# ---- cascaded_counter_ctrl ----
**cascaded_counter_ctrl: signal wires by layer**

Two of the layers only.
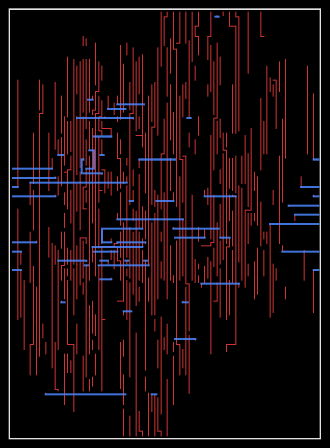

$ cat src/rtl/cascaded_counter_ctrl_pkg.sv
// Shared definitions for the cascaded prescaler/main counter controller.
// Contents:
//   state_e       - controller FSM state encoding
//   W1_DEFAULT    - default prescaler width
//   W2_DEFAULT    - default main counter width
package cascaded_counter_pkg;

    localparam int unsigned W1_DEFAULT = 4;
    localparam int unsigned W2_DEFAULT = 8;

    typedef enum logic [1:0] {
        StIdle = 2'd0,
        StRun  = 2'd1,
        StHalt = 2'd2
    } state_e;

endpackage

$ cat src/rtl/cascaded_counter_ctrl_counter_stage.sv
// One stage of the cascaded counter: a wrap-at-terminal up counter.
// Ports:
//   clk    in   system clock, rising edge
//   rst    in   synchronous active-high reset
//   inc    in   advance the count on this edge
//   clr    in   synchronous clear, overrides inc
//   term   in   terminal value; the count wraps to 0 once it reaches or passes term
//   count  out  registered count
//   wrap   out  combinational: this edge wraps (inc and count >= term)
module counter_stage #(
    parameter int unsigned W = 4
) (
    input  logic         clk,
    input  logic         rst,
    input  logic         inc,
    input  logic         clr,
    input  logic [W-1:0] term,
    output logic [W-1:0] count,
    output logic         wrap
);

    // The >= compare (rather than ==) lets a live lowering of term below the
    // current count wrap immediately, and guarantees the increment never
    // overflows the width even when term is all ones.
    assign wrap = inc && (count >= term);

    always_ff @(posedge clk) begin
        if (rst) begin
            count <= '0;
        end else if (clr) begin
            count <= '0;
        end else if (inc) begin
            if (wrap) begin
                count <= '0;
            end else begin
                count <= count + 1'b1;
            end
        end
    end

endmodule

$ cat src/rtl/cascaded_counter_ctrl.sv
// Cascaded prescaler + main counter with start/stop FSM, one-shot mode and a
// sticky overflow flag. Single clock; stage 2 advances on stage 1 wraps.
// Ports:
//   clk, rst        clock and synchronous active-high reset
//   en              count enable (counters hold when 0)
//   start, stop     one-cycle control pulses (stop has priority)
//   clr             clear both counters, FSM state unchanged
//   one_shot        halt after the first counter2 wrap
//   div_i, top_i    terminal values for counter1 / counter2
//   ovf_ack         clears ovf_sticky (a same-edge overflow wins)
//   counter1/2      current counts
//   tick1           pulse on prescaler wrap
//   overflow2       pulse on counter2 wrap
//   ovf_sticky      latched overflow
//   busy            high while in RUN
module cascaded_counter_ctrl
    import cascaded_counter_pkg::*;
#(
    parameter int unsigned W1 = W1_DEFAULT,
    parameter int unsigned W2 = W2_DEFAULT
) (
    input  logic          clk,
    input  logic          rst,
    input  logic          en,
    input  logic          start,
    input  logic          stop,
    input  logic          clr,
    input  logic          one_shot,
    input  logic [W1-1:0] div_i,
    input  logic [W2-1:0] top_i,
    input  logic          ovf_ack,
    output logic [W1-1:0] counter1,
    output logic [W2-1:0] counter2,
    output logic          tick1,
    output logic          overflow2,
    output logic          ovf_sticky,
    output logic          busy
);

    state_e state;
    logic   run_cnt;
    logic   cnt_clr;
    logic   wrap1;
    logic   wrap2;

    // Any control pulse pre-empts counting for this edge. Outside RUN the
    // counters are already zero, so clearing on stop/start is harmless there.
    assign cnt_clr = stop || start || clr;
    assign run_cnt = (state == StRun) && en && !cnt_clr;

    counter_stage #(
        .W (W1)
    ) u_stage1 (
        .clk   (clk),
        .rst   (rst),
        .inc   (run_cnt),
        .clr   (cnt_clr),
        .term  (div_i),
        .count (counter1),
        .wrap  (wrap1)
    );

    counter_stage #(
        .W (W2)
    ) u_stage2 (
        .clk   (clk),
        .rst   (rst),
        .inc   (wrap1),
        .clr   (cnt_clr),
        .term  (top_i),
        .count (counter2),
        .wrap  (wrap2)
    );

    always_ff @(posedge clk) begin
        if (rst) begin
            state      <= StIdle;
            busy       <= 1'b0;
            tick1      <= 1'b0;
            overflow2  <= 1'b0;
            ovf_sticky <= 1'b0;
        end else begin
            tick1     <= wrap1;
            overflow2 <= wrap2;

            if (wrap2) begin
                ovf_sticky <= 1'b1;
            end else if (ovf_ack) begin
                ovf_sticky <= 1'b0;
            end

            // wrap2 can only be high in RUN, so the one-shot exit needs no
            // explicit state qualifier; both counters wrap to 0 on that edge.
            if (stop) begin
                state <= StIdle;
                busy  <= 1'b0;
            end else if (start) begin
                state <= StRun;
                busy  <= 1'b1;
            end else if (wrap2 && one_shot) begin
                state <= StHalt;
                busy  <= 1'b0;
            end
        end
    end

endmodule

$ cat config.mk
export PLATFORM = sky130hd
export DESIGN_NAME = cascaded_counter_ctrl
export DESIGN_NICKNAME = d
export VERILOG_FILES = /design/src/rtl/cascaded_counter_ctrl_pkg.sv /design/src/rtl/cascaded_counter_ctrl_counter_stage.sv /design/src/rtl/cascaded_counter_ctrl.sv
export SDC_FILE = /design/constraint.sdc
export NUM_CORES = 1
export LEC_CHECK = 0
export ABC_CLOCK_PERIOD_IN_PS = 1850
export CORE_ASPECT_RATIO = 1.4
export CORE_UTILIZATION = 40
export CTS_BUF_LIST = sky130_fd_sc_hd__clkbuf_16
export DETAILED_ROUTE_END_ITERATION = 10
export PLACE_DENSITY = 0.84
export REMOVE_ABC_BUFFERS = 1
export SLEW_MARGIN = 15
export SYNTH_ARGS = -nofsm -noshare
export SYNTH_HDL_FRONTEND = slang
export SYNTH_SLANG_ARGS = --single-unit
$ cat constraint.sdc
create_clock -name clk -period 1.85 [get_ports clk]
set_input_delay 0.37 -clock clk [delete_from_list [all_inputs] [get_ports clk]]
set_output_delay 0.37 -clock clk [all_outputs]
set_load 0.02 [all_outputs]
# ---- decoder_scan_n ----
**src/rtl/decoder_scan_n_pkg.sv**
```systemverilog
// Shared types and constants for the scanning one-hot decoder.
// Holds mode input encodings and the two-state FSM encoding.
// Imported by decoder_scan_n and scan_prescaler.
package decoder_scan_n_pkg;

  // Values of the mode input
  localparam logic MODE_DIRECT = 1'b0;
  localparam logic MODE_SCAN   = 1'b1;

  // Operating state; the register lags mode by one cycle so the first
  // SCAN cycle after DIRECT (or reset) can be recognised as the entry cycle.
  typedef enum logic {
    ST_DIRECT = 1'b0,
    ST_SCAN   = 1'b1
  } state_e;

endpackage

```
**src/rtl/decoder_scan_n_scan_prescaler.sv**
```systemverilog
// Slot prescaler: counts 0..DIV-1 while enabled, wraps on terminal count.
// Latency: tc_o is combinational from the count register and en_i.
// Backpressure: none; clr_i has priority over en_i, count holds when en_i=0.
module scan_prescaler
  import decoder_scan_n_pkg::*;
#(
  parameter int DIV = 4
) (
  input  logic clk,
  input  logic rst,
  input  logic clr_i,
  input  logic en_i,
  output logic tc_o
);

  localparam int DIV_W = $clog2(DIV) + 1;

  logic [DIV_W-1:0] cnt_q;
  logic [DIV_W-1:0] cnt_d;
  logic             last;

  assign last = (cnt_q == DIV_W'(DIV - 1));
  assign tc_o = en_i && last;

  // Next count: clear, wrap on the last slot cycle, or step by one
  always_comb begin
    cnt_d = cnt_q;
    if (clr_i) begin
      cnt_d = '0;
    end else if (en_i) begin
      cnt_d = last ? '0 : cnt_q + DIV_W'(1);
    end
  end

  // Count register with synchronous reset
  always_ff @(posedge clk) begin
    if (rst) begin
      cnt_q <= '0;
    end else begin
      cnt_q <= cnt_d;
    end
  end

endmodule

```
**src/rtl/decoder_scan_n.sv**
```systemverilog
// Registered SEL_W-to-2^SEL_W one-hot decoder with DIRECT and SCAN modes.
// Latency: 1 clk from inputs to d/idx/tick; all outputs registered.
// Backpressure: none; en=0 blanks d and freezes the scan position.
// Optional feature: define DEC_MASK_EN to add the per-output blank mask port.
module decoder_scan_n
  import decoder_scan_n_pkg::*;
#(
  parameter  int SEL_W = 3,
  parameter  int DIV   = 4,
  localparam int OUT_W = 1 << SEL_W
) (
  input  logic             clk,
  input  logic             rst,
  input  logic             en,
  input  logic             mode,
  input  logic [SEL_W-1:0] sel,
`ifdef DEC_MASK_EN
  input  logic [OUT_W-1:0] mask,
`endif
  output logic [OUT_W-1:0] d,
  output logic [SEL_W-1:0] idx,
  output logic             tick
);

  state_e           state_q;
  logic [OUT_W-1:0] d_q;
  logic [OUT_W-1:0] d_d;
  logic [SEL_W-1:0] idx_q;
  logic [SEL_W-1:0] idx_d;
  logic             tick_q;
  logic             tick_d;
  logic [OUT_W-1:0] blank;
  logic             scan_run;
  logic             scan_clr;
  logic             slot_end;

`ifdef DEC_MASK_EN
  assign blank = mask;
`else
  assign blank = '0;
`endif

  // The prescaler only runs in steady SCAN; DIRECT and the entry cycle clear it
  assign scan_clr = (mode == MODE_DIRECT) || (state_q == ST_DIRECT);
  assign scan_run = (mode == MODE_SCAN) && (state_q == ST_SCAN) && en;

  scan_prescaler #(
    .DIV (DIV)
  ) u_prescaler (
    .clk   (clk),
    .rst   (rst),
    .clr_i (scan_clr),
    .en_i  (scan_run),
    .tc_o  (slot_end)
  );

  // Next decoded index, one-hot pattern and advance pulse
  always_comb begin
    d_d    = '0;
    idx_d  = idx_q;
    tick_d = 1'b0;
    if (mode == MODE_DIRECT) begin
      idx_d = sel;
      d_d   = en ? (OUT_W'(1) << sel) : '0;
    end else if (state_q == ST_DIRECT) begin
      // First SCAN cycle always restarts from slot 0
      idx_d = '0;
      d_d   = en ? OUT_W'(1) : '0;
    end else if (en) begin
      if (slot_end) begin
        idx_d  = idx_q + SEL_W'(1);
        tick_d = 1'b1;
      end
      d_d = OUT_W'(1) << idx_d;
    end
  end

  // FSM and registered outputs; blanking is applied after decode so idx
  // and tick are unaffected by the mask
  always_ff @(posedge clk) begin
    if (rst) begin
      state_q <= ST_DIRECT;
      d_q     <= '0;
      idx_q   <= '0;
      tick_q  <= 1'b0;
    end else begin
      state_q <= (mode == MODE_SCAN) ? ST_SCAN : ST_DIRECT;
      d_q     <= d_d & ~blank;
      idx_q   <= idx_d;
      tick_q  <= tick_d;
    end
  end

  assign d    = d_q;
  assign idx  = idx_q;
  assign tick = tick_q;

endmodule

```
**config.mk**
```make
export PLATFORM = sky130hd
export DESIGN_NAME = decoder_scan_n
export DESIGN_NICKNAME = d
export VERILOG_FILES = /design/src/rtl/decoder_scan_n_pkg.sv /design/src/rtl/decoder_scan_n_scan_prescaler.sv /design/src/rtl/decoder_scan_n.sv
export SDC_FILE = /design/constraint.sdc
export NUM_CORES = 1
export LEC_CHECK = 0
export CAP_MARGIN = 20
export CORE_UTILIZATION = 40
export CTS_CLUSTER_DIAMETER = 30
export DETAILED_ROUTE_END_ITERATION = 10
export PLACE_DENSITY_LB_ADDON = 0.15
export SYNTH_ARGS = -nofsm -noshare
export SYNTH_HDL_FRONTEND = slang
export SYNTH_SLANG_ARGS = --single-unit
```
**constraint.sdc**
```tcl
create_clock -name clk -period 2.55 [get_ports clk]
set_input_delay 0.6375 -clock clk [delete_from_list [all_inputs] [get_ports clk]]
set_output_delay 0.6375 -clock clk [all_outputs]
set_load 0.02 [all_outputs]
```
# ---- log2_seq_ctrl ----
File: config.mk
export PLATFORM = sky130hd
export DESIGN_NAME = log2_seq_ctrl
export DESIGN_NICKNAME = d
export VERILOG_FILES = /design/src/rtl/log2_seq_ctrl.sv
export SDC_FILE = /design/constraint.sdc
export NUM_CORES = 1
export LEC_CHECK = 0
export CORE_MARGIN = 3
export CORE_UTILIZATION = 39
export DETAILED_ROUTE_END_ITERATION = 6
export PLACE_DENSITY = 0.77
export SLEW_MARGIN = 5
export SYNTH_ARGS = -nofsm -noshare
export SYNTH_HDL_FRONTEND = slang
export SYNTH_SLANG_ARGS = --single-unit
File: constraint.sdc
create_clock -name clk -period 2.7 [get_ports clk]
set_input_delay 0.405 -clock clk [delete_from_list [all_inputs] [get_ports clk]]
set_output_delay 0.405 -clock clk [all_outputs]
set_load 0.005 [all_outputs]
File: src/rtl/log2_seq_ctrl.sv
`default_nettype none
// +--------------------------------------------------------------------------+
// | log2_seq_ctrl: sequential fixed-point log2 via normalise-then-square.    |
// | Revision: 1.0                                                            |
// +--------------------------------------------------------------------------+
module log2_seq_ctrl #(
  parameter int WIDTH    = 32,
  parameter int FRAC     = 16,
  parameter int OUT_FRAC = 16,
  parameter int KW       = $clog2(WIDTH) + 1
) (
  input  logic                 clk,
  input  logic                 rst,
  input  logic                 start,
  input  logic [WIDTH-1:0]     x_in,
  output logic [WIDTH-1:0]     mul_a,
  output logic [WIDTH-1:0]     mul_b,
  input  logic [WIDTH-1:0]     mul_r,
  input  logic                 mul_ovf,
  output logic                 busy,
  output logic                 done,
  output logic                 err,
  output logic signed [KW-1:0] log_int,
  output logic [OUT_FRAC-1:0]  log_frac
);

  localparam logic [1:0] S_IDLE   = 2'd0;
  localparam logic [1:0] S_NORM   = 2'd1;
  localparam logic [1:0] S_SQUARE = 2'd2;
  localparam logic [1:0] S_DONE   = 2'd3;

  localparam int CW = $clog2(OUT_FRAC + 1);

  localparam logic [WIDTH-1:0]     C_ONE      = {{(WIDTH-1){1'b0}}, 1'b1} << FRAC;
  localparam logic [WIDTH-1:0]     C_TWO      = {{(WIDTH-1){1'b0}}, 1'b1} << (FRAC + 1);
  localparam logic signed [KW-1:0] C_K_ONE    = KW'(1);
  localparam logic [CW-1:0]        C_CNT_ONE  = CW'(1);
  localparam logic [CW-1:0]        C_CNT_LAST = CW'(OUT_FRAC - 1);

  logic [1:0]           state_q, state_d;
  logic [WIDTH-1:0]     y_q, y_d;
  logic signed [KW-1:0] k_q, k_d;
  logic [CW-1:0]        cnt_q, cnt_d;
  logic [OUT_FRAC-1:0]  frac_q, frac_d;
  logic                 err_q, err_d;

  logic                 w_sq_ge2;

  // Squared value is below 4.0 because y stays in [1,2) during SQUARE.
  assign w_sq_ge2 = (mul_r >= C_TWO);

  always_comb begin
    state_d = state_q;
    y_d     = y_q;
    k_d     = k_q;
    cnt_d   = cnt_q;
    frac_d  = frac_q;
    err_d   = err_q;

    case (state_q)
      S_IDLE: begin
        if (start) begin
          y_d    = x_in;
          k_d    = '0;
          cnt_d  = '0;
          frac_d = '0;
          if (x_in == '0) begin
            err_d   = 1'b1;
            state_d = S_DONE;
          end else begin
            err_d   = 1'b0;
            state_d = S_NORM;
          end
        end
      end

      S_NORM: begin
        if (y_q >= C_TWO) begin
          y_d = y_q >> 1;
          k_d = k_q + C_K_ONE;
        end else if (y_q < C_ONE) begin
          y_d = y_q << 1;
          k_d = k_q - C_K_ONE;
        end else begin
          state_d = S_SQUARE;
        end
      end

      S_SQUARE: begin
        frac_d = {frac_q[OUT_FRAC-2:0], w_sq_ge2};
        y_d    = w_sq_ge2 ? (mul_r >> 1) : mul_r;
        cnt_d  = cnt_q + C_CNT_ONE;
        if (mul_ovf) begin
          err_d = 1'b1;
        end
        if (cnt_q == C_CNT_LAST) begin
          state_d = S_DONE;
        end
      end

      S_DONE: begin
        state_d = S_IDLE;
      end

      default: begin
        state_d = S_IDLE;
      end
    endcase
  end

  always_ff @(posedge clk) begin
    if (rst) begin
      state_q <= S_IDLE;
      y_q     <= '0;
      k_q     <= '0;
      cnt_q   <= '0;
      frac_q  <= '0;
      err_q   <= 1'b0;
    end else begin
      state_q <= state_d;
      y_q     <= y_d;
      k_q     <= k_d;
      cnt_q   <= cnt_d;
      frac_q  <= frac_d;
      err_q   <= err_d;
    end
  end

  // The external multiplier is always used as a squarer.
  assign mul_a    = y_q;
  assign mul_b    = y_q;
  assign busy     = (state_q != S_IDLE);
  assign done     = (state_q == S_DONE);
  assign err      = err_q;
  assign log_int  = k_q;
  assign log_frac = frac_q;

endmodule
`default_nettype wire

**log2_seq_ctrl: where the registers sit**

The bar under the picture is 20 um long.
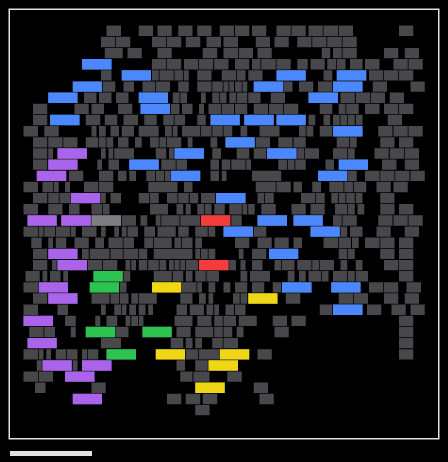
Key: blue = mul_a [flops 32]; yellow = log_int [flops 6, where bottom center]; purple = log_frac [flops 16]; red = state_q [flops 2]; green = cnt_q [flops 5, where lower left]
Another 1 sequential cells are not colored.
P_seq: 1540 uW
Seq area share: 22.9%
Core Util, Final: 58.2%
register area: 0.00124 mm^2

==> Slide: Implementation Results, log2_seq_ctrl <==
Synthesis and Place & Route Summary

Die
  – Io pins: 157
  – Die height: 104 um
  – Core Rows: 35
  – Die Area: 0.0109 mm^2
  – CORE AREA: 0.00933 mm^2
  – Tapcells: 129

Power
  – P per Cell Area: 1060 mW/mm^2

Setup path
  – Cell family with the largest share of critical-path delay: simple AND/OR/NAND/NOR gates
  – R2r startpoint: mul_a[26]$_SDFFE_PP0P_
  – Setup crit start kind: flop
  – CP Capture Type: flop
  – CP max-delay cell: or3_1
  – Crit-path cells: nor4_2, nand4_2, xnor2_1, ha_1, or3_1, a31o_2, a32o_1

Status
  – Outcome: finished clean

Routing
  – Antenna Violating Nets Remaining: 0
  – Final wirelength: 12.7 mm
  – Met3 wire len: 1.14 mm

Finish
  – Highest-count logic cell in the final layout: clkdlybuf4s50_1
  – Bufs w/o clock: 175
  – Registers: 62
  – Logic share of the area: 38.6%
  – Signal inverters: 10

Clock tree
  – Post-CTS Setup Bufs: 0
  – Hold buffers post-CTS: 0

Place
  – Placed insts: 676
==> log2_seq_ctrl: synthesized netlist by cell type (all sizes together), types with 4 or more instances <==
cell type,number,area share (%)
inv,10,0.99
nand3,33,4.4
ha,10,3.3
clkbuf,24,2.4
a32oi,5,1.2
nor3,11,1.5
nor2,42,4.2
or2,20,3.3
nand4,5,0.99
o2111ai,14,3.3
a22oi,25,5.0
mux2i,21,5.6
a21oi,27,3.6
buf,45,8.4
nor4,15,2.5
a32o,20,5.3
dfxtp,62,33
a22o,12,2.8
o21ai,4,0.53
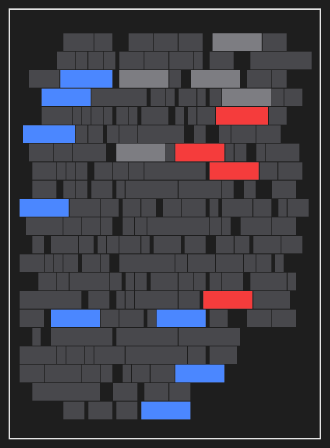
**Above:** cascaded_counter_ctrl (sequential cells colored by instance or generate block).
Key: red = u_stage1 [flops 4]; blue = u_stage2 [flops 8]

## Picture notes: 'signal wires by layer' of cascaded_counter_ctrl
Key: red = M2 [wire length 2050 um]; blue = M3 [wire length 190 um]

==> Slide: Implementation Results, cascaded_counter_ctrl <==
Synthesis and Place & Route Summary

Place
  – Final Wtd Congestion: 0.812

Die
  – Die Area: 0.00289 mm^2
  – Die width: 45.7 um

Global route
  – Pin count of the biggest net entering global routing: 13
  – GRT overflow: 0
  – Gr busiest metal: met2

Setup path
  – Worst r2r dst: u_stage2.count[5]$_SDFFE_PP0N_

Routing
  – DR vias: 1323

Finish
  – Largest registers: u_stage2.count x8, u_stage1.count x4, state x2
  – ANT cells: 0

Timing
  – Final WS setup: -0.0209 ns
  – Final setup fails: 2
  – Setup TNS: -0.0327 ns

Synth
  – Post-Synth Adder-Cell Area: 16.4%
  – Synth Seq Share: 31.8%
  – Largest cells by area after synthesis: dfxtp_1 (32%), ha_1 (16%), nand3_1 (7.5%), nand2_1 (5.3%), inv_1 (4.2%)
  – Synth top cells by count: dfxtp_1 (17), nand3_1 (16), nand2_1 (15)

Status
  – Failing checks: negative setup slack
  – Outcome: complete, but fails checks

Min path
  – Worst Hold End: ovf_sticky$_SDFFE_PP0P_

Clock tree
  – Clock slew at reported path FFs: 0.05 ns
[cascaded_counter_ctrl: power by group through the flow]
| stage | combinational (uW) | sequential, uW | clock (uW) |
|---|---|---|---|
| 6_report | 117 | 368 | 445 |
| 5_1_grt | 125 | 368 | 458 |
| 4_1_cts | 106 | 368 | 445 |
| 3_5_place_dp | 89.4 | 376 | 0 |
| 3_3_place_gp | 85.2 | 376 | 0 |
| 2_1_floorplan | 27.6 | 377 | 0 |
[cascaded_counter_ctrl: what timing repair did]
action,in CTS,in global routing
hold buffers,0,0
setup endpoints to repair,14,13
buffers inserted,3,3
resized,45,22
cloned,1,0
pin swaps,16,15
**decoder_scan_n: where the registers sit**

The bar under the picture is 10 um long.
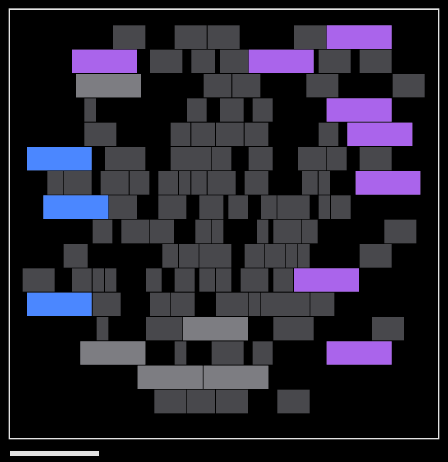
Key: blue = u_prescaler.cnt_q [flops 3]; purple = d [flops 8]
register area: 320 um^2
P_seq: 262 uW

==> Slide: Implementation Results, decoder_scan_n <==
Synthesis and Place & Route Summary

Routing
  – Met3 wire len: 109 um
  – Final wirelength: 2.05 mm
  – Met2 Wirelength: 1.06 mm

Timing
  – Minimum clock period: 2.19 ns
  – Slew @ Worst Pin: 0.439 ns
  – Fmax: 0.457 GHz

Place
  – Placed insts: 135

Power
  – Clk pwr: 138 uW

Clock tree
  – CTS Buf Count: 3

Die
  – Die height: 47.9 um
  – Initial Utilization: 43.0%

Status
  – Outcome: finished clean

Finish
  – ANT cells: 0

Synth
  – Cells after Synth: 92
  – Synth Seq Share: 38.0%

Setup path
  – Slowest stage delay, CP: 0.68 ns
==> decoder_scan_n: cells in the mapped netlist, types with 3 or more instances <==
master	count	area (um^2)
o32ai_1	3	26.3
nor2_1	5	18.8
nand2_1	6	22.5
xnor2_1	4	35.0
a31oi_1	4	25.0
nor3_1	4	20.0
nand3_1	5	25.0
dfxtp_1	16	320
nand3b_1	3	22.5

==> screenshots <==
Clock wiring as the flow saved it.
panel A
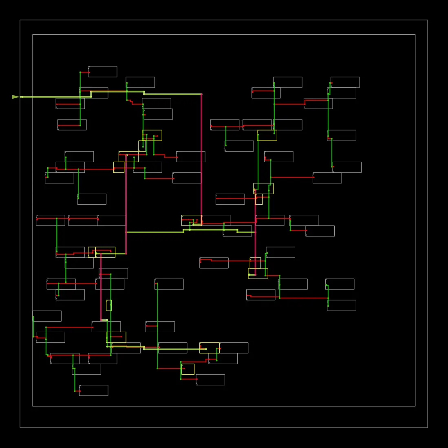
panel B
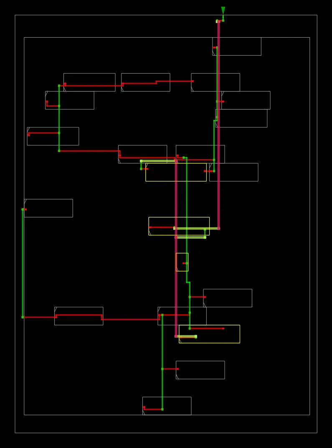
panel C
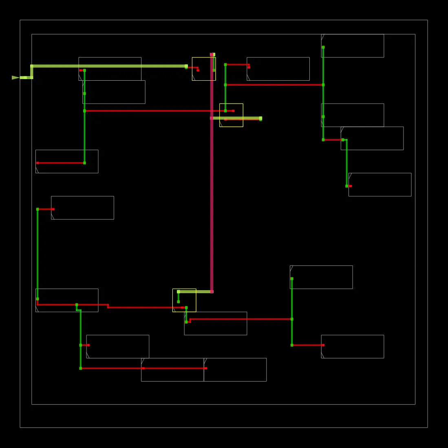
For log2_seq_ctrl, see panel A.
For cascaded_counter_ctrl, see panel B.
For decoder_scan_n, see panel C.
Of these, most clock buffers: panel A
Of these, most sequential cells: panel A



==> notes/layouts.md <==
Pictures saved along the way, in no particular order.

Signal metal coverage by tile.
image #1
The die is cut into 10 by 10 equal tiles; dark purple is low, yellow is high, scaled to the fullest tile. Values are wire area over tile area, all layers added.
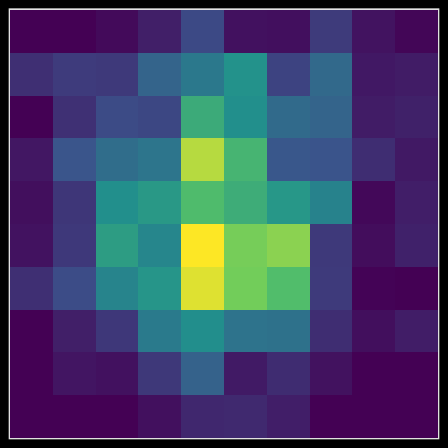
image #2
The die is cut into 21 by 21 equal tiles; dark purple is low, yellow is high, scaled to the fullest tile. Values are wire area over tile area, all layers added.
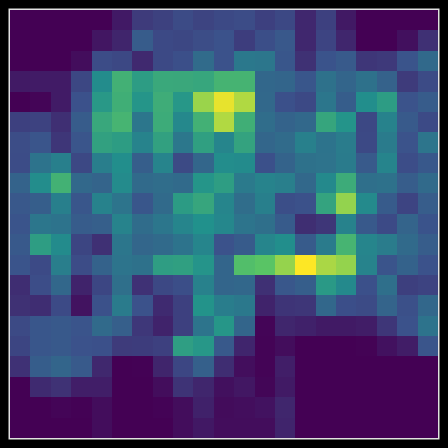
image #3
The die is cut into 9 by 13 equal tiles; dark purple is low, yellow is high, scaled to the fullest tile. Values are wire area over tile area, all layers added.
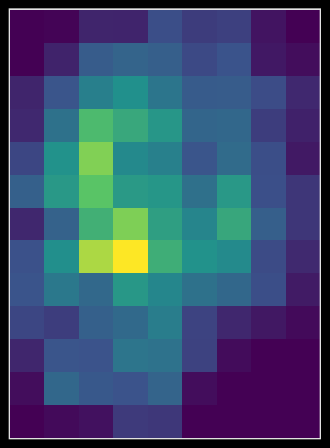
Image #3 comes from cascaded_counter_ctrl.
Image #2 comes from log2_seq_ctrl.
Image #1 comes from decoder_scan_n.

No activity file was given, so power comes from the tool's default toggle rates.
